# block 1

Figure 1. The clock network (block 1).
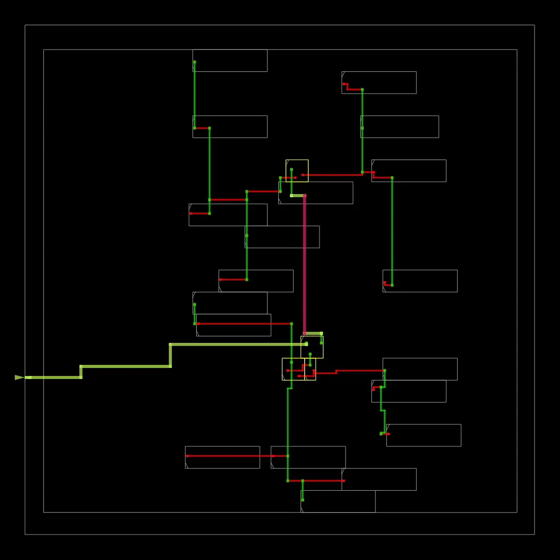

File: config.mk
export PLATFORM = sky130hd
export DESIGN_NAME = safe_zone_ctrl_flat
export DESIGN_NICKNAME = d
export VERILOG_FILES = /design/src/rtl/safe_zone_pkg.sv /design/src/rtl/safe_zone_ctrl_if.sv /design/src/rtl/rr_arbiter2.sv /design/src/rtl/safe_zone_ctrl.sv /design/src/flat_wrapper.sv
export SDC_FILE = /design/constraint.sdc
export NUM_CORES = 1
export LEC_CHECK = 0
export CORE_MARGIN = 2
export CORE_UTILIZATION = 34
export DETAILED_ROUTE_END_ITERATION = 10
export PLACE_DENSITY = 0.82
export SYNTH_ARGS = -nofsm -noshare
export SYNTH_HDL_FRONTEND = slang
export SYNTH_SLANG_ARGS = --single-unit
File: constraint.sdc
create_clock -name clk -period 2.4 [get_ports clk]
set_input_delay 0.48 -clock clk [delete_from_list [all_inputs] [get_ports clk]]
set_output_delay 0.48 -clock clk [all_outputs]
set_load 0.02 [all_outputs]
File: src/rtl/safe_zone_pkg.sv
// Shared types and width helpers for the safe_zone map block and its controller.
package safe_zone_pkg;

    typedef enum logic [1:0] {
        READY = 2'd0,
        KICK  = 2'd1,
        ARM   = 2'd2,
        GEN   = 2'd3
    } szc_state_t;

    function automatic int x_width(input int screen_width);
        return $clog2(screen_width);
    endfunction

    function automatic int y_width(input int screen_height);
        return $clog2(screen_height);
    endfunction

endpackage

File: src/rtl/safe_zone_ctrl_if.sv
// Link between the controller and the safe_zone map: regeneration kick, ready flag, query port.
interface safe_zone_ctrl_if #(
    parameter int X_W = 10,
    parameter int Y_W = 10
);
    logic           o_regen;
    logic           i_zone_rdy;
    logic [X_W-1:0] o_zone_x;
    logic [Y_W-1:0] o_zone_y;
    logic           i_zone_safe;

    // o_regen is a one-cycle pulse; i_zone_safe is combinational in o_zone_x/o_zone_y.
    modport master (
        output o_regen,
        output o_zone_x,
        output o_zone_y,
        input  i_zone_rdy,
        input  i_zone_safe
    );

    modport slave (
        input  o_regen,
        input  o_zone_x,
        input  o_zone_y,
        output i_zone_rdy,
        output i_zone_safe
    );
endinterface

File: src/rtl/rr_arbiter2.sv
// Two-port round-robin arbiter; the pointer remembers the last granted port.
module rr_arbiter2 (
    input  logic       clk,
    input  logic       arst_n,
    input  logic [1:0] i_req,
    input  logic       i_en,
    output logic [1:0] o_gnt
);
    logic ptr_q;
    logic ptr_d;

    // Pointer resets to 1 so that port 0 wins the first contested cycle.
    always_comb begin
        o_gnt = 2'b00;
        if (i_en) begin
            if (i_req == 2'b11) begin
                o_gnt = ptr_q ? 2'b01 : 2'b10;
            end else begin
                o_gnt = i_req;
            end
        end
    end

    always_comb begin
        ptr_d = ptr_q;
        if (o_gnt != 2'b00) begin
            ptr_d = o_gnt[1];
        end
    end

    always_ff @(posedge clk or negedge arst_n) begin
        if (!arst_n) begin
            ptr_q <= 1'b1;
        end else begin
            ptr_q <= ptr_d;
        end
    end
endmodule

File: src/rtl/safe_zone_ctrl.sv
// Level-regeneration sequencer and two-requester query arbiter in front of safe_zone.
module safe_zone_ctrl
    import safe_zone_pkg::*;
#(
    parameter  int SCREEN_WIDTH  = 800,
    parameter  int SCREEN_HEIGHT = 600,
    parameter  int LEVEL_W       = 8,
    parameter  int ARM_TIMEOUT   = 4,
    localparam int X_W           = x_width(SCREEN_WIDTH),
    localparam int Y_W           = y_width(SCREEN_HEIGHT)
) (
    input  logic               clk,
    input  logic               arst_n,
    input  logic               i_new_level,
    safe_zone_ctrl_if.master   zone,
    input  logic [1:0]         i_req,
    input  logic [X_W-1:0]     i_x0,
    input  logic [X_W-1:0]     i_x1,
    input  logic [Y_W-1:0]     i_y0,
    input  logic [Y_W-1:0]     i_y1,
    output logic [1:0]         o_gnt,
    output logic [1:0]         o_rsp_valid,
    output logic               o_rsp_safe,
    output logic               o_ready,
    output logic [LEVEL_W-1:0] o_level,
    output logic               o_err,
    output szc_state_t         o_dbg_state
);
    localparam logic [1:0] ST_READY = 2'd0;
    localparam logic [1:0] ST_KICK  = 2'd1;
    localparam logic [1:0] ST_ARM   = 2'd2;
    localparam logic [1:0] ST_GEN   = 2'd3;

    localparam int             CNT_W     = $clog2(ARM_TIMEOUT + 1);
    localparam logic [CNT_W-1:0] ARM_LIMIT = CNT_W'(ARM_TIMEOUT);

    logic [1:0]         state_q, state_d;
    logic               pend_q, pend_d;
    logic [CNT_W-1:0]   arm_cnt_q, arm_cnt_d;
    logic [CNT_W-1:0]   arm_cnt_inc;
    logic [LEVEL_W-1:0] level_q, level_d;
    logic               err_q, err_d;
    logic [1:0]         rsp_valid_q, rsp_valid_d;
    logic               rsp_safe_q, rsp_safe_d;
    logic [1:0]         gnt;
    logic               arb_en;

    assign arm_cnt_inc = arm_cnt_q + 1'b1;

    always_comb begin
        state_d   = state_q;
        pend_d    = pend_q;
        arm_cnt_d = arm_cnt_q;
        level_d   = level_q;
        err_d     = err_q;
        case (state_q)
            ST_READY: begin
                if (i_new_level) begin
                    state_d = ST_KICK;
                end
            end
            ST_KICK: begin
                if (i_new_level) begin
                    pend_d = 1'b1;
                end
                arm_cnt_d = '0;
                state_d   = ST_ARM;
            end
            ST_ARM: begin
                if (i_new_level) begin
                    pend_d = 1'b1;
                end
                if (!zone.i_zone_rdy) begin
                    state_d = ST_GEN;
                end else begin
                    arm_cnt_d = arm_cnt_inc;
                    // The map never acknowledged the kick; give up and count the level anyway.
                    if (arm_cnt_inc == ARM_LIMIT) begin
                        err_d   = 1'b1;
                        level_d = level_q + 1'b1;
                        state_d = ST_READY;
                    end
                end
            end
            ST_GEN: begin
                if (i_new_level) begin
                    pend_d = 1'b1;
                end
                if (zone.i_zone_rdy) begin
                    level_d = level_q + 1'b1;
                    if (pend_q || i_new_level) begin
                        pend_d  = 1'b0;
                        state_d = ST_KICK;
                    end else begin
                        state_d = ST_READY;
                    end
                end
            end
            default: begin
                state_d = ST_KICK;
            end
        endcase
    end

    always_ff @(posedge clk or negedge arst_n) begin
        if (!arst_n) begin
            state_q   <= ST_KICK;
            pend_q    <= 1'b0;
            arm_cnt_q <= '0;
            level_q   <= '0;
            err_q     <= 1'b0;
        end else begin
            state_q   <= state_d;
            pend_q    <= pend_d;
            arm_cnt_q <= arm_cnt_d;
            level_q   <= level_d;
            err_q     <= err_d;
        end
    end

    // A new-level request takes the READY cycle, so no query is granted alongside it.
    assign arb_en = (state_q == ST_READY) && !i_new_level;

    rr_arbiter2 u_arb (
        .clk    (clk),
        .arst_n (arst_n),
        .i_req  (i_req),
        .i_en   (arb_en),
        .o_gnt  (gnt)
    );

    assign zone.o_zone_x = gnt[1] ? i_x1 : i_x0;
    assign zone.o_zone_y = gnt[1] ? i_y1 : i_y0;

    assign rsp_valid_d = gnt;
    assign rsp_safe_d  = (gnt != 2'b00) ? zone.i_zone_safe : rsp_safe_q;

    always_ff @(posedge clk or negedge arst_n) begin
        if (!arst_n) begin
            rsp_valid_q <= 2'b00;
            rsp_safe_q  <= 1'b0;
        end else begin
            rsp_valid_q <= rsp_valid_d;
            rsp_safe_q  <= rsp_safe_d;
        end
    end

    // Reset state is KICK, but the pulse must stay low while reset is still held.
    assign zone.o_regen = (state_q == ST_KICK) && arst_n;

    assign o_gnt       = gnt;
    assign o_rsp_valid = rsp_valid_q;
    assign o_rsp_safe  = rsp_safe_q;
    assign o_ready     = (state_q == ST_READY);
    assign o_level     = level_q;
    assign o_err       = err_q;
    assign o_dbg_state = szc_state_t'(state_q);
endmodule

File: src/flat_wrapper.sv
// flat-port wrapper written by rule: the top's interface ports become plain ports
module safe_zone_ctrl_flat import safe_zone_pkg::*;
#(
    parameter  int SCREEN_WIDTH  = 800,
    parameter  int SCREEN_HEIGHT = 600,
    parameter  int LEVEL_W       = 8,
    parameter  int ARM_TIMEOUT   = 4,
    localparam int X_W           = x_width(SCREEN_WIDTH),
    localparam int Y_W           = y_width(SCREEN_HEIGHT)
)
  (clk, arst_n, i_new_level, i_req, i_x0, i_x1, i_y0, i_y1, o_gnt, o_rsp_valid, o_rsp_safe, o_ready, o_level, o_err, o_dbg_state, zone_o_regen, zone_o_zone_x, zone_o_zone_y, zone_i_zone_rdy, zone_i_zone_safe);
  safe_zone_ctrl_if #(.X_W(($clog2(800))), .Y_W(($clog2(600)))) zone_i ();
  input  logic clk;
  input  logic arst_n;
  input  logic i_new_level;
  input  logic [1:0] i_req;
  input  logic [X_W-1:0] i_x0;
  input  logic [X_W-1:0] i_x1;
  input  logic [Y_W-1:0] i_y0;
  input  logic [Y_W-1:0] i_y1;
  output logic [1:0] o_gnt;
  output logic [1:0] o_rsp_valid;
  output logic o_rsp_safe;
  output logic o_ready;
  output logic [LEVEL_W-1:0] o_level;
  output logic o_err;
  output szc_state_t o_dbg_state;
  output wire logic [$bits(zone_i.o_regen)-1:0] zone_o_regen;
  output wire logic [$bits(zone_i.o_zone_x)-1:0] zone_o_zone_x;
  output wire logic [$bits(zone_i.o_zone_y)-1:0] zone_o_zone_y;
  input wire logic [$bits(zone_i.i_zone_rdy)-1:0] zone_i_zone_rdy;
  input wire logic [$bits(zone_i.i_zone_safe)-1:0] zone_i_zone_safe;
  assign zone_o_regen = zone_i.o_regen;
  assign zone_o_zone_x = zone_i.o_zone_x;
  assign zone_o_zone_y = zone_i.o_zone_y;
  assign zone_i.i_zone_rdy = zone_i_zone_rdy;
  assign zone_i.i_zone_safe = zone_i_zone_safe;
  safe_zone_ctrl #(.SCREEN_WIDTH(SCREEN_WIDTH), .SCREEN_HEIGHT(SCREEN_HEIGHT), .LEVEL_W(LEVEL_W), .ARM_TIMEOUT(ARM_TIMEOUT)) u_core (.clk(clk), .arst_n(arst_n), .i_new_level(i_new_level), .zone(zone_i), .i_req(i_req), .i_x0(i_x0), .i_x1(i_x1), .i_y0(i_y0), .i_y1(i_y1), .o_gnt(o_gnt), .o_rsp_valid(o_rsp_valid), .o_rsp_safe(o_rsp_safe), .o_ready(o_ready), .o_level(o_level), .o_err(o_err), .o_dbg_state(o_dbg_state));
endmodule
# block 2

### config.mk
export PLATFORM = sky130hd
export DESIGN_NAME = aurora_tx_block_scheduler
export DESIGN_NICKNAME = d
export VERILOG_FILES = /design/src/rtl/aurora_tx_pkg.sv /design/src/rtl/aurora_tx_block_scheduler.sv
export SDC_FILE = /design/constraint.sdc
export NUM_CORES = 1
export LEC_CHECK = 0
export ABC_CLOCK_PERIOD_IN_PS = 5300
export CORE_MARGIN = 8
export CORE_UTILIZATION = 43
export DETAILED_ROUTE_END_ITERATION = 8
export PLACE_DENSITY = 0.93
export SYNTH_ARGS = -nofsm -noshare
export SYNTH_HDL_FRONTEND = slang
export SYNTH_SLANG_ARGS = --single-unit
export TNS_END_PERCENT = 1
### constraint.sdc
create_clock -name Clk -period 5.3 [get_ports Clk]
set_clock_uncertainty 0.1 [all_clocks]
set_input_delay 0.53 -clock Clk [delete_from_list [all_inputs] [get_ports Clk]]
set_output_delay 0.53 -clock Clk [all_outputs]
set_load 0.05 [all_outputs]
### src/rtl/aurora_tx_pkg.sv
`default_nettype none
// ============================================================================
//  Module      : aurora_tx_pkg
//  Description : Shared constants and types for the Aurora 64b/66b TX block
//                scheduler: sync headers, block-type bytes, fixed control
//                blocks, selector and state encodings.
//  Revision    : 1.0 - initial release
// ============================================================================
package aurora_tx_pkg;

    // 64b/66b sync headers
    localparam logic [1:0]  HDR_DATA = 2'b01;
    localparam logic [1:0]  HDR_CTRL = 2'b10;

    // Block-type field of control blocks
    localparam logic [7:0]  BTF_IDLE = 8'h78;
    localparam logic [7:0]  BTF_SVC  = 8'hD2;

    // Clock-compensation marker byte carried in the first payload byte after the BTF
    localparam logic [7:0]  CC_MARK  = 8'h80;

    // Fixed control blocks
    localparam logic [65:0] IDLE_BLK = {HDR_CTRL, BTF_IDLE, 56'h0};
    localparam logic [65:0] CC_BLK   = {HDR_CTRL, BTF_IDLE, CC_MARK, 48'h0};

    // Block source chosen for the current slot
    typedef enum logic [1:0] {
        SEL_IDLE = 2'd0,
        SEL_CC   = 2'd1,
        SEL_SVC  = 2'd2,
        SEL_DATA = 2'd3
    } sel_t;

    // Scheduler state: INIT sends the start-up idles, RUN carries traffic
    typedef enum logic [0:0] {
        INIT = 1'b0,
        RUN  = 1'b1
    } st_t;

endpackage : aurora_tx_pkg
`default_nettype wire

### src/rtl/aurora_tx_block_scheduler.sv
`default_nettype none
// ============================================================================
//  Module      : aurora_tx_block_scheduler
//  Description : Picks one 66-bit Aurora block per gearbox request from the
//                init-idle, clock-compensation, service, hit-data and filler
//                idle sources, and pops the matching FWFT FIFO on that edge.
//  Revision    : 1.0 - initial release
// ============================================================================
module aurora_tx_block_scheduler
    import aurora_tx_pkg::*;
#(
    parameter int INIT_IDLES = 16,
    parameter int CC_PERIOD  = 1024,
    parameter int RATIO_W    = 4
) (
    input  logic               Clk,
    input  logic               Rst,
    input  logic               Enable,
    input  logic               BlockNext,
    input  logic               DataValid,
    input  logic [63:0]        Data64,
    output logic               DataRead,
    input  logic               SvcValid,
    input  logic [55:0]        Svc56,
    output logic               SvcRead,
    input  logic [RATIO_W-1:0] SvcRatio,
    output logic [65:0]        Block66,
    output logic               LinkReady,
    output logic               CcSent
);

    localparam int c_SLOT_W = (INIT_IDLES > 1) ? $clog2(INIT_IDLES) : 1;
    localparam int c_CC_W   = (CC_PERIOD  > 1) ? $clog2(CC_PERIOD)  : 1;

    localparam logic [c_SLOT_W-1:0] c_SLOT_LAST = c_SLOT_W'(INIT_IDLES - 1);
    localparam logic [c_CC_W-1:0]   c_CC_LAST   = c_CC_W'(CC_PERIOD - 1);
    localparam logic [RATIO_W-1:0]  c_RUN_MAX   = '1;

    st_t                 r_state;
    logic [c_SLOT_W-1:0] r_slot_cnt;
    logic [c_CC_W-1:0]   r_cc_cnt;
    logic [RATIO_W-1:0]  r_run_cnt;
    logic [65:0]         r_block;
    logic                r_cc_sent;

    sel_t                w_sel;
    logic [65:0]         w_blk;

    // Slot selector: CC outranks everything, service wins once data has had
    // its SvcRatio-long run (or no data is waiting), then data, then filler.
    always_comb begin
        w_sel = SEL_IDLE;
        w_blk = IDLE_BLK;
        if (r_state == RUN) begin
            if (r_cc_cnt == c_CC_LAST) begin
                w_sel = SEL_CC;
            end else if (Enable && SvcValid && (!DataValid || (r_run_cnt >= SvcRatio))) begin
                w_sel = SEL_SVC;
            end else if (Enable && DataValid) begin
                w_sel = SEL_DATA;
            end
        end
        case (w_sel)
            SEL_CC:   w_blk = CC_BLK;
            SEL_SVC:  w_blk = {HDR_CTRL, BTF_SVC, Svc56};
            SEL_DATA: w_blk = {HDR_DATA, Data64};
            default:  w_blk = IDLE_BLK;
        endcase
    end

    // Pops happen on the same edge that loads the word into Block66
    assign DataRead  = BlockNext && (w_sel == SEL_DATA) && !Rst;
    assign SvcRead   = BlockNext && (w_sel == SEL_SVC)  && !Rst;

    assign Block66   = r_block;
    assign LinkReady = (r_state == RUN);
    assign CcSent    = r_cc_sent;

    // Register bank: everything advances only on gearbox strobes; reset wins
    always_ff @(posedge Clk) begin
        if (Rst) begin
            r_state    <= INIT;
            r_slot_cnt <= '0;
            r_cc_cnt   <= '0;
            r_run_cnt  <= '0;
            r_block    <= IDLE_BLK;
            r_cc_sent  <= 1'b0;
        end else if (BlockNext) begin
            r_block   <= w_blk;
            r_cc_sent <= (w_sel == SEL_CC);

            // Start-up idle count, then hand over to RUN for the following slot
            if (r_state == INIT) begin
                r_cc_cnt   <= '0;
                r_slot_cnt <= r_slot_cnt + c_SLOT_W'(1);
                if (r_slot_cnt == c_SLOT_LAST) begin
                    r_state <= RUN;
                end
            end else begin
                if (w_sel == SEL_CC) begin
                    r_cc_cnt <= '0;
                end else begin
                    r_cc_cnt <= r_cc_cnt + c_CC_W'(1);
                end
            end

            // Length of the current data run while service is waiting
            if ((w_sel == SEL_SVC) || !SvcValid) begin
                r_run_cnt <= '0;
            end else if ((w_sel == SEL_DATA) && (r_run_cnt != c_RUN_MAX)) begin
                r_run_cnt <= r_run_cnt + RATIO_W'(1);
            end
        end else begin
            r_cc_sent <= 1'b0;
        end
    end

endmodule : aurora_tx_block_scheduler
`default_nettype wire

# block 3

===== config.mk =====
export PLATFORM = sky130hd
export DESIGN_NAME = bnn_conv3x3_stream
export DESIGN_NICKNAME = d
export VERILOG_FILES = /design/src/rtl/bnn_conv3x3_stream.sv
export SDC_FILE = /design/constraint.sdc
export NUM_CORES = 1
export LEC_CHECK = 0
export CAP_MARGIN = 20
export CORE_ASPECT_RATIO = 1.75
export CORE_MARGIN = 3
export CORE_UTILIZATION = 47
export CTS_CLUSTER_SIZE = 14
export DETAILED_ROUTE_END_ITERATION = 10
export PLACE_DENSITY = 0.72
export SKIP_CTS_REPAIR_TIMING = 1
export SYNTH_ARGS = -nofsm -noshare
export SYNTH_HDL_FRONTEND = slang
export SYNTH_SLANG_ARGS = --single-unit

===== constraint.sdc =====
create_clock -name clk -period 17.5 [get_ports clk]
set_clock_uncertainty 0.15 [all_clocks]
set_input_delay 3.5 -clock clk [delete_from_list [all_inputs] [get_ports clk]]
set_output_delay 3.5 -clock clk [all_outputs]
set_load 0.03 [all_outputs]

===== src/rtl/bnn_conv3x3_stream.sv =====
// Binary 3x3 VALID convolution on a raster pixel stream: XNOR-popcount per output channel, then threshold.
// Two register stages (window, output), accept->out_valid in 2 cycles; in_ready drops only when both stages are full and output is stalled.
module bnn_conv3x3_stream #(
    parameter int IMG_W = 13,
    parameter int IMG_H = 13,
    parameter int CIN   = 8,
    parameter int COUT  = 16,
    localparam int CW   = $clog2(9*CIN+1),
    parameter logic [COUT*9*CIN-1:0] WEIGHTS = {COUT*9*CIN{1'b1}},
    parameter logic [COUT*CW-1:0]    THRESH  = {COUT{CW'(5*CIN)}}
) (
    input  logic            clk,
    input  logic            rst,
    input  logic            in_valid,
    output logic            in_ready,
    input  logic            in_sof,
    input  logic [CIN-1:0]  in_data,
    output logic            out_valid,
    input  logic            out_ready,
    output logic [COUT-1:0] out_data,
    output logic            out_last
);
    localparam int CLW  = $clog2(IMG_W);
    localparam int RW   = $clog2(IMG_H);
    localparam int NWIN = 9*CIN;

    logic [CLW-1:0]  col;
    logic [RW-1:0]   row;
    logic [CLW-1:0]  pos_col;
    logic [RW-1:0]   pos_row;
    logic            accept;
    logic            load;
    logic            win_done;
    logic            frame_end;
    logic            s1_valid;
    logic            s1_last;
    logic [CIN-1:0]  win [3][3];
    logic [CIN-1:0]  lb0 [IMG_W];
    logic [CIN-1:0]  lb1 [IMG_W];
    logic [NWIN-1:0] win_flat;
    logic [COUT-1:0] score;

    function automatic logic [CW-1:0] popcount(input logic [NWIN-1:0] v);
        logic [CW-1:0] n;
        n = '0;
        for (int i = 0; i < NWIN; i++) begin
            n = n + CW'(v[i]);
        end
        return n;
    endfunction

    assign in_ready  = !(s1_valid && out_valid && !out_ready);
    assign accept    = in_valid && in_ready;
    assign load      = s1_valid && (!out_valid || out_ready);

    // in_sof forces the accepted pixel to (0,0) regardless of where the counters were
    assign pos_col   = in_sof ? '0 : col;
    assign pos_row   = in_sof ? '0 : row;
    assign win_done  = (pos_row >= RW'(2)) && (pos_col >= CLW'(2));
    assign frame_end = (pos_row == RW'(IMG_H-1)) && (pos_col == CLW'(IMG_W-1));

    always_ff @(posedge clk or posedge rst) begin
        if (rst) begin
            row <= '0;
            col <= '0;
        end else if (accept) begin
            if (pos_col == CLW'(IMG_W-1)) begin
                col <= '0;
                row <= (pos_row == RW'(IMG_H-1)) ? '0 : pos_row + 1'b1;
            end else begin
                col <= pos_col + 1'b1;
                row <= pos_row;
            end
        end
    end

    always_ff @(posedge clk) begin
        if (accept) begin
            lb1[pos_col] <= lb0[pos_col];
            lb0[pos_col] <= in_data;
        end
    end

    always_ff @(posedge clk or posedge rst) begin
        if (rst) begin
            for (int ky = 0; ky < 3; ky++) begin
                for (int kx = 0; kx < 3; kx++) begin
                    win[ky][kx] <= '0;
                end
            end
        end else if (accept) begin
            for (int ky = 0; ky < 3; ky++) begin
                win[ky][0] <= win[ky][1];
                win[ky][1] <= win[ky][2];
            end
            win[0][2] <= lb1[pos_col];
            win[1][2] <= lb0[pos_col];
            win[2][2] <= in_data;
        end
    end

    always_ff @(posedge clk or posedge rst) begin
        if (rst) begin
            s1_valid <= 1'b0;
            s1_last  <= 1'b0;
        end else if (accept) begin
            s1_valid <= win_done;
            s1_last  <= win_done && frame_end;
        end else if (load) begin
            s1_valid <= 1'b0;
            s1_last  <= 1'b0;
        end
    end

    always_comb begin
        win_flat = '0;
        for (int ky = 0; ky < 3; ky++) begin
            for (int kx = 0; kx < 3; kx++) begin
                win_flat[(ky*3+kx)*CIN +: CIN] = win[ky][kx];
            end
        end
    end

    always_comb begin
        score = '0;
        for (int o = 0; o < COUT; o++) begin
            score[o] = popcount(~(win_flat ^ WEIGHTS[o*NWIN +: NWIN])) >= THRESH[o*CW +: CW];
        end
    end

    always_ff @(posedge clk or posedge rst) begin
        if (rst) begin
            out_valid <= 1'b0;
            out_data  <= '0;
            out_last  <= 1'b0;
        end else if (load) begin
            out_valid <= 1'b1;
            out_data  <= score;
            out_last  <= s1_last;
        end else if (out_ready) begin
            out_valid <= 1'b0;
        end
    end
endmodule

# block 4

### config.mk
export PLATFORM = sky130hd
export DESIGN_NAME = mc_alu
export DESIGN_NICKNAME = d
export VERILOG_FILES = /design/src/rtl/mc_alu_pkg.sv /design/src/rtl/mc_alu_iter.sv /design/src/rtl/mc_alu.sv
export SDC_FILE = /design/constraint.sdc
export NUM_CORES = 1
export LEC_CHECK = 0
export ABC_AREA = 0
export ABC_CLOCK_PERIOD_IN_PS = 8000
export CORE_MARGIN = 2
export CORE_UTILIZATION = 30
export DETAILED_ROUTE_END_ITERATION = 12
export GPL_ROUTABILITY_DRIVEN = 0
export HOLD_SLACK_MARGIN = 0.06
export PLACE_DENSITY = 0.57
export SYNTH_ARGS = -nofsm -noshare
export SYNTH_HDL_FRONTEND = slang
export SYNTH_SLANG_ARGS = --single-unit
export TNS_END_PERCENT = 10
### constraint.sdc
create_clock -name clk -period 8 [get_ports clk]
set_input_delay 0.8 -clock clk [delete_from_list [all_inputs] [get_ports clk]]
set_output_delay 0.8 -clock clk [all_outputs]
set_load 0.02 [all_outputs]
### src/rtl/mc_alu_pkg.sv
// Shared op encodings, FSM state type and helpers for the multi-cycle ALU.
package mc_alu_pkg;

    localparam logic [3:0] OP_AND  = 4'b0000;
    localparam logic [3:0] OP_OR   = 4'b0001;
    localparam logic [3:0] OP_ADD  = 4'b0010;
    localparam logic [3:0] OP_SUB  = 4'b0110;
    localparam logic [3:0] OP_SUBZ = 4'b0111;
    localparam logic [3:0] OP_SLT  = 4'b1000;
    localparam logic [3:0] OP_SLTU = 4'b1001;
    localparam logic [3:0] OP_MULU = 4'b1010;
    localparam logic [3:0] OP_DIVU = 4'b1011;
    localparam logic [3:0] OP_XOR  = 4'b1100;
    localparam logic [3:0] OP_NOR  = 4'b1101;

    typedef enum logic [1:0] {
        ST_IDLE = 2'd0,
        ST_MUL  = 2'd1,
        ST_DIV  = 2'd2,
        ST_DONE = 2'd3
    } state_t;

    // Ops that may use the iterative engine (DIVU by zero is short-cut by the top)
    function automatic logic is_multicycle(input logic [3:0] op);
        return (op == OP_MULU) || (op == OP_DIVU);
    endfunction

endpackage

### src/rtl/mc_alu_iter.sv
// Shared iterative engine: shift-add multiply or restoring shift-subtract divide.
// The accumulator holds {hi, lo}; nxt_* expose the value after the current step
// so the top can register the final answer on the last step without extra delay.
module mc_alu_iter
    import mc_alu_pkg::*;
#(
    parameter int WIDTH = 32,
    parameter int CNT_W = $clog2(WIDTH) + 1
) (
    input  logic             clk,
    input  logic             rst_n,
    input  logic             load,
    input  logic             mode,      // 0 = multiply, 1 = divide
    input  logic             step,
    input  logic [WIDTH-1:0] a,
    input  logic [WIDTH-1:0] b,
    output logic [WIDTH-1:0] nxt_lo,
    output logic [WIDTH-1:0] nxt_hi,
    output logic             done_iter
);

    logic [2*WIDTH-1:0] acc;
    logic [2*WIDTH-1:0] acc_nxt;
    logic [WIDTH-1:0]   opnd;
    logic [CNT_W-1:0]   cnt;
    logic               md;
    logic [WIDTH:0]     mul_sum;
    logic [WIDTH:0]     shifted;
    logic [WIDTH+1:0]   diff;

    // One multiply or divide step on the accumulator
    always_comb begin
        mul_sum = {1'b0, acc[2*WIDTH-1:WIDTH]} + (acc[0] ? {1'b0, opnd} : '0);
        // partial remainder shifted left with the next dividend bit brought in
        shifted = acc[2*WIDTH-1:WIDTH-1];
        diff    = {1'b0, shifted} - {2'b00, opnd};
        if (md) begin
            if (diff[WIDTH+1])
                acc_nxt = {shifted[WIDTH-1:0], acc[WIDTH-2:0], 1'b0};
            else
                acc_nxt = {diff[WIDTH-1:0], acc[WIDTH-2:0], 1'b1};
        end else begin
            acc_nxt = {mul_sum, acc[WIDTH-1:1]};
        end
    end

    assign nxt_lo    = acc_nxt[WIDTH-1:0];
    assign nxt_hi    = acc_nxt[2*WIDTH-1:WIDTH];
    assign done_iter = (cnt == CNT_W'(1));

    // Operand latch on load, then one step per enabled cycle until the count expires
    always_ff @(posedge clk or negedge rst_n) begin
        if (!rst_n) begin
            acc  <= '0;
            opnd <= '0;
            cnt  <= '0;
            md   <= 1'b0;
        end else if (load) begin
            acc  <= {{WIDTH{1'b0}}, a};
            opnd <= b;
            md   <= mode;
            cnt  <= CNT_W'(WIDTH);
        end else if (step && (cnt != '0)) begin
            acc  <= acc_nxt;
            cnt  <= cnt - 1'b1;
        end
    end

endmodule

### src/rtl/mc_alu.sv
// Multi-cycle execute-stage ALU: single-cycle logic/arith ops plus iterative
// unsigned multiply and divide, with start/busy/done handshaking.
module mc_alu
    import mc_alu_pkg::*;
#(
    parameter int WIDTH = 32,
    parameter int CNT_W = $clog2(WIDTH) + 1
) (
    input  logic             clk,
    input  logic             rst_n,
    input  logic             start,
    input  logic [3:0]       alu_op,
    input  logic [WIDTH-1:0] a,
    input  logic [WIDTH-1:0] b,
    output logic             busy,
    output logic             done,
    output logic [WIDTH-1:0] result,
    output logic [WIDTH-1:0] hi,
    output logic             zero,
    output logic             div0
);

    state_t           state;
    logic [WIDTH-1:0] sc_res;
    logic             accept;
    logic             b_zero;
    logic             iter_load;
    logic [WIDTH-1:0] it_lo;
    logic [WIDTH-1:0] it_hi;
    logic             it_last;

    assign busy      = (state == ST_MUL) || (state == ST_DIV);
    assign done      = (state == ST_DONE);
    // DONE accepts a new start so back-to-back issue has no bubble
    assign accept    = start && ((state == ST_IDLE) || (state == ST_DONE));
    assign b_zero    = (b == '0);
    assign iter_load = accept && is_multicycle(alu_op) && !((alu_op == OP_DIVU) && b_zero);

    // Single-cycle operation results
    always_comb begin
        sc_res = '0;
        case (alu_op)
            OP_AND:          sc_res = a & b;
            OP_OR:           sc_res = a | b;
            OP_ADD:          sc_res = a + b;
            OP_SUB, OP_SUBZ: sc_res = a - b;
            OP_SLT:          sc_res = {{(WIDTH-1){1'b0}}, $signed(a) < $signed(b)};
            OP_SLTU:         sc_res = {{(WIDTH-1){1'b0}}, a < b};
            OP_XOR:          sc_res = a ^ b;
            OP_NOR:          sc_res = ~(a | b);
            default:         sc_res = '0;
        endcase
    end

    mc_alu_iter #(.WIDTH(WIDTH), .CNT_W(CNT_W)) u_iter (
        .clk       (clk),
        .rst_n     (rst_n),
        .load      (iter_load),
        .mode      (alu_op == OP_DIVU),
        .step      (busy),
        .a         (a),
        .b         (b),
        .nxt_lo    (it_lo),
        .nxt_hi    (it_hi),
        .done_iter (it_last)
    );

    // Control FSM and output registers; outputs hold until the next completion
    always_ff @(posedge clk or negedge rst_n) begin
        if (!rst_n) begin
            state  <= ST_IDLE;
            result <= '0;
            hi     <= '0;
            zero   <= 1'b0;
            div0   <= 1'b0;
        end else begin
            case (state)
                ST_IDLE, ST_DONE: begin
                    state <= ST_IDLE;
                    if (accept) begin
                        if (alu_op == OP_MULU) begin
                            state <= ST_MUL;
                        end else if (alu_op == OP_DIVU) begin
                            if (b_zero) begin
                                result <= '1;
                                hi     <= a;
                                zero   <= 1'b0;
                                div0   <= 1'b1;
                                state  <= ST_DONE;
                            end else begin
                                state <= ST_DIV;
                            end
                        end else begin
                            result <= sc_res;
                            hi     <= '0;
                            zero   <= (sc_res == '0);
                            div0   <= 1'b0;
                            state  <= ST_DONE;
                        end
                    end
                end
                ST_MUL, ST_DIV: begin
                    if (it_last) begin
                        result <= it_lo;
                        hi     <= it_hi;
                        zero   <= (it_lo == '0);
                        div0   <= 1'b0;
                        state  <= ST_DONE;
                    end
                end
                default: state <= ST_IDLE;
            endcase
        end
    end

endmodule


==> layout pictures side by side <==
M2 wires.
picture 1
(3 px per um)
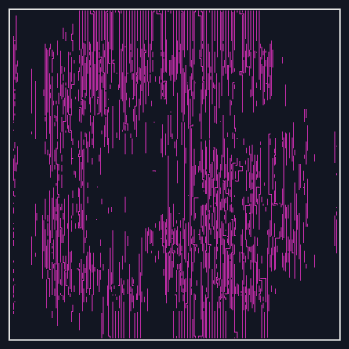
picture 2
(6 px per um)
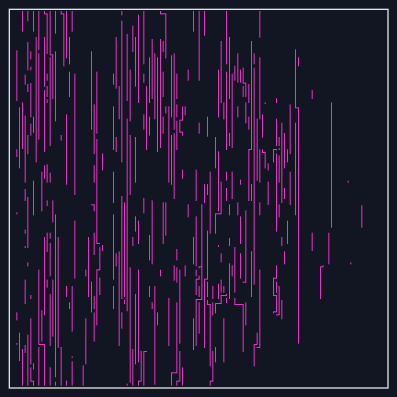
picture 3
(1.5 px per um)
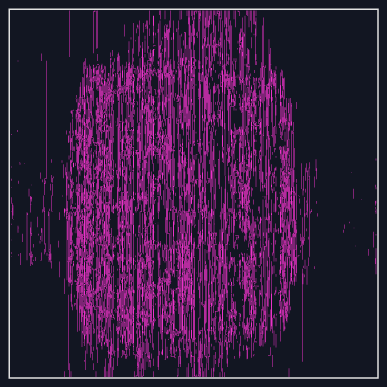
picture 4
(2 px per um)
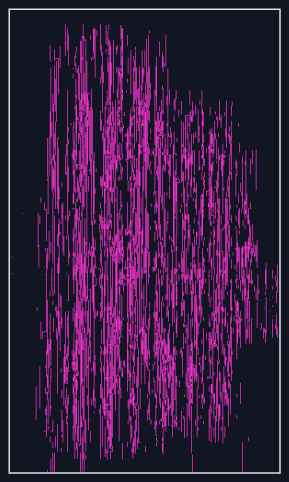
block 1 -> picture 2
block 2 -> picture 1
block 4 -> picture 3
block 3 -> picture 4
The one with the smallest die is picture 2.
The one with the largest die is picture 3.

Figure 2. Sequential cells coloured by netlist name (block 1).
(6 px per um)
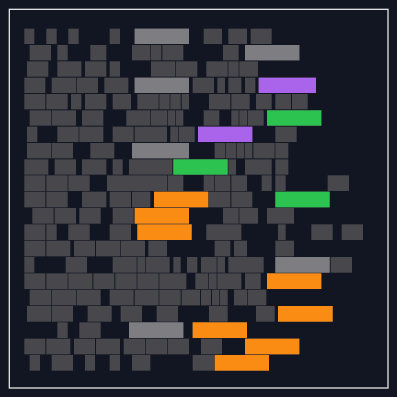
legend:
  `u_core.arm_cnt_q`:
    colour: green
    flops: 3
  `u_core.o_dbg_state`:
    colour: purple
    flops: 2
  `u_core.o_level`:
    colour: orange
    flops: 8
not coloured: 6

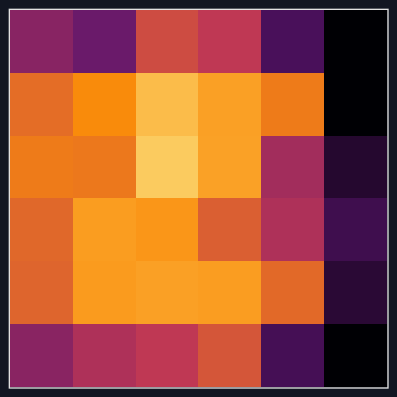
Figure 3: block 1, cell area per tile.
(6 px per um) 6 x 6 tiles, from black (low) to pale yellow (high), 0 to 100% covered.
tiles over 75% full: 25%
fullest tile: 89%
mean over tiles: 52%
nearly empty tiles: 8.3%

Notes on Figure 1 above:
Final Skew: 0.00616 ns
Flop Count: 19
Clock Buffer Count: 4
Latency at later pin: 0.29 ns

==> flow_summary.toml, block 1 <==
# implementation run metrics
[logic_synthesis]
ys_ff = 19
async_flop_share_pct = 100
synth_top_area_share_pct = 36.1
ys_area_um2 = 1180
netlist_logic_family_top = "multiplexers"
ys_sh_mux_pct = 21.9
ys_sh_simple_pct = 11.1
area_leaders = "dfrtp_1 36%, mux2_2 21%, dfstp_2 4.5%"
ys_sh_xor_pct = 7.22

[floorplan]
num_rows = 21
boundaryPins = 85
num_tap_cells = 46
initCoreUtil_pct = 35.3

[global_routing]
use_met2_pct = 34.2
grt_busiest_layer = "met2"
grt-ovfl-total = 0
grt_max_degree = 20

[worst_setup_path]
crit_type = "input pin to primary output"
cp-endpoint = "zone_o_zone_y[0]"
crit_buf_inv = 3
cp_max_fo = 11
worst_r2r_endpoint = "u_core.o_level[6]$_DFFE_PN0P_"
arrival_ns = 1.85

[final_timing]
drv_slew = 0
setup-tns-final_ns = 0
whs_ns = 0.479
finalHoldViolCount = 0
finalCritPeriodShare_pct = 97.0
setup_viol = 0

[worst_hold_path]
min_to = "u_core.o_err$_DFFE_PN0P_"
holdPathStages = 1

[clocking]
root_buffer = "clkbuf_4"
holdBufCountCts = 0
htreeDepth = 1
cts.clk_slew.worst_paths_ns = 0.10

[detailed_routing]
m1WireLength_mm = 1.34
firstDrtPassIters = 4
postRouteAntennaNets = 0
topRoutingLayerUsed = "met4"
vias = 1202

[status]
status = "finished, final reports clean"

[finish]
post_route_cells_drive_above_1_share_pct = 32.7
fillCellCount = 273
largest_reg_flops = 8
comb_area_um2 = 658
final_common_cell = "clkdlybuf4s50_1"
ff_latch_area_um2 = 478
inverters_excl_clock = 5
fin_cells = 245
logic_gate_count = 78
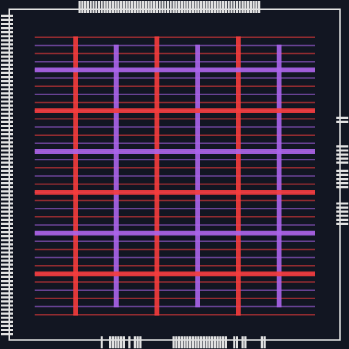
Figure 4: block 2, power grid.
(3 px per um) Pins as bars on the die edge.
legend:
  VSS:
    colour: red
  VDD:
    colour: purple
met5 straps: 6
signal pins: 200
rows: 34
Die Wd: 110 um
Die Y: 110 um
Core ar.: 8640 um2

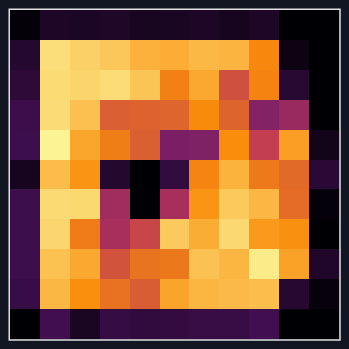
Figure 5: block 2, cell area per tile.
(3 px per um) 11 x 11 tiles, from black (low) to pale yellow (high), 0 to 100% covered.
mean over tiles: 49%
nearly empty tiles: 12%
fullest tile: 98%
tiles over 75% full: 36%

==> flow_summary.toml, block 2 <==
# implementation run metrics
[finish]
fin_cells = 745
ff_latch_area_um2 = 1720
post_route_cells_drive_above_1_share_pct = 4.71
utilization_pct = 69.8
diodes = 0
comb_area_um2 = 1910
buffers = 204

[logic_synthesis]
synth.most_common_cell = "dfxtp_1"
yosys.area_share.adder_pct = 2.32
ys_ff = 86
netlist_logic_family_top = "AND-OR/OR-AND gates"
fp_nets = 584
synth_warnings = 0
synth_cell_types = 52
ys_sh_mux_pct = 0.828
edf_count = 0

[detailed_routing]
topRoutingLayerUsed = "met4"
m1WireLength_mm = 4.73

[clocking]
cts.sinks = 86
ctsResizeCount = 0
cts_buffer_depth = 2

[floorplan]
num_tap_cells = 108

[status]
status = "finished, final reports clean"

[worst_setup_path]
rr_startpoint = "r_run_cnt[3]$_SDFFE_PP0P_"
crit_start = "SvcRatio[0]"
cp_max_fo = 17
worstPathRequired_ns = 4.67
crit_path_max_incr_delay_ns = 0.88

[global_routing]
use_met2_pct = 37.2
grt.met1_usage_pct = 21.7

[final_timing]
period_needed_ns = 3.92
rsz0062_at_grt = "no"

[place]
dpl.hpwl_mm = 10.2
dp_cells = 729

[worst_hold_path]
worstHoldPathType = "flop to flop"
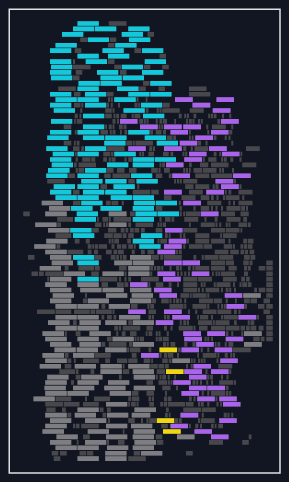
Figure 6: block 3, sequential cells coloured by netlist name.
(2 px per um)
legend:
  `win`:
    colour: purple
    flops: 72
  `lb1`:
    colour: cyan
    flops: 104
  `row`:
    colour: yellow
    flops: 4
    where: bottom middle
Seq/total area: 56.0%

==> flow_summary.toml, block 3 <==
# implementation run metrics
[worst_setup_path]
arrival_ns = 4.86
crit_path_max_incr_delay_ns = 0.71
slowest_stage = "clkdlybuf4s50_1"
cp_top_family = "buffers and inverters"
crit_type = "input pin to primary output"
r2r_slack_ns = 10.91
rr_startpoint = "win[64]$_DFFE_PP0P_"
worstRegToRegCells = 19
worstPathRequired_ns = 13.85

[logic_synthesis]
top_area_cell = "edfxtp_1"
ys_seq_share_pct = 61.5
synth_top_area_share_pct = 45.9
yosys.area_share.adder_pct = 11.3
area_leaders = "edfxtp_1 46%, dfrtp_1 16%, fa_1 9.1%"
netlist_area_um2 = 13600
fp_nets = 1104

[finish]
largestClassByArea = "registers"
post_route_cells_drive_above_1_share_pct = 7.99
inverters_excl_clock = 102
flops = 293
clk_share_pct = 5.42
ff_latch_area_um2 = 8370
comb_area_um2 = 4530
nClkBuffers = 39
comb_area_share_pct = 30.3
diodes = 0

[worst_hold_path]
worstHoldStart = "win[56]$_DFFE_PP0P_"
worstHoldPathType = "flop to flop"

[clocking]
insertion_delay_ns = 0.54
htreeDepth = 1

[detailed_routing]
wl_met3_mm = 1.03
avgRoutedWirePerCell_um = 20.2
routed_wl_mm = 28.3
m1WireLength_mm = 10.1
topRoutingLayerUsed = "met4"

[final_timing]
whs_ns = 0.337
max_freq_mhz = 117
fin_ws_ns = 8.99
finalHoldViolCount = 0

[place]
pre_cts_ws_ns = 9.00
port_buffers = 31
dpl.hpwl_mm = 19.1
place_congestion = 0.840
placedInstanceArea_um2 = 14100

[floorplan]
initCoreUtil_pct = 48.1
die_x_um = 135
boundaryPins = 32
num_rows = 81

[status]
status = "finished, final reports clean"
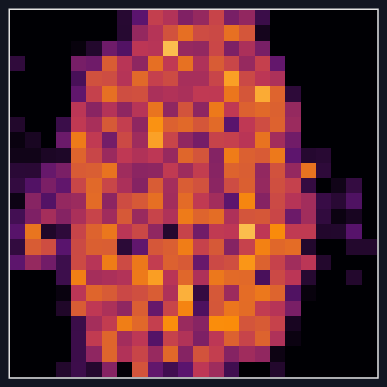
Figure 7: block 4, cell area per tile.
(1.5 px per um) 24 x 24 tiles, from black (low) to pale yellow (high), 0 to 100% covered.
tiles over 75% full: 2.1%
emptiest ninth of the die: top right
nearly empty tiles: 29%
mean over tiles: 32%
fullest tile: 86%
Core ar.: 57500 um2
effective utilization at floorplan: 30.3%
final core occ: 34.9%

==> flow_summary.toml, block 4 <==
# implementation run metrics
[place]
port_buffers = 138
placedInstanceArea_um2 = 19500
dp_cells = 3008

[finish]
final_common_cell = "nand2_1"
seq_area_share_pct = 21.4
final_area_um2 = 20100
regMostFlops = "u_iter.acc"

[global_routing]
grt.met1_usage_pct = 30.2
grt_pass1_wl_mm = 109
grt-ovfl-total = 0
grt_max_degree = 99

[worst_setup_path]
r2r_slack_ns = 2.90
critPathMostFrequentCell = "o21ai_0"
rr_startpoint = "u_iter.acc[0]$_DFFE_PN0P_"
cp_max_fo = 22
crit_type = "flop to flop"

[clocking]
post_cts_buffers = 0
cts.sinks = 171
root_buffer = "clkbuf_16"
insertion_delay_ns = 0.48
holdBufCountCts = 0

[logic_synthesis]
async_flop_share_pct = 100
synth_top_area_share_pct = 24.6
yosys.area_share.adder_pct = 13.0
edf_count = 0

[status]
status = "finished, final reports clean"

[detailed_routing]
wl_met3_mm = 6.25
routed_wl_mm = 72.1
m1WireLength_mm = 29.6

[floorplan]
num_tap_cells = 765
boundaryPins = 139
dieArea_um2 = 60000

[final_timing]
skew_ns = 0.0197


==> notes/layouts.md <==
Pictures saved along the way, in no particular order.

Power grid.
(a)
(2 px per um) Pins as bars on the die edge.
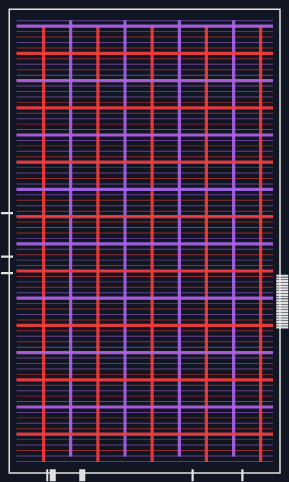
(b)
(1.5 px per um) Pins as bars on the die edge.
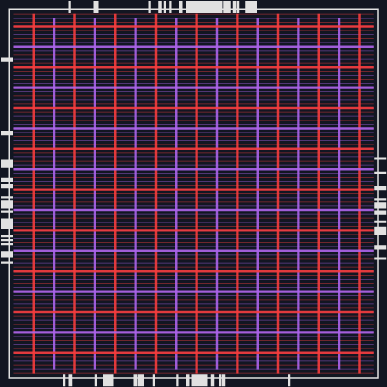
(c)
(6 px per um) Pins as bars on the die edge.
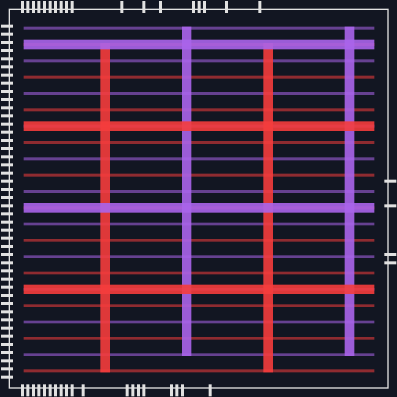
Of these, smallest die: (c)
block 3: (a)
block 4: (b)
block 1: (c)

Key to (b):
legend:
  VSS:
    colour: red
  VDD:
    colour: purple
rows: 88
signal pins: 139
met1 rails: 89

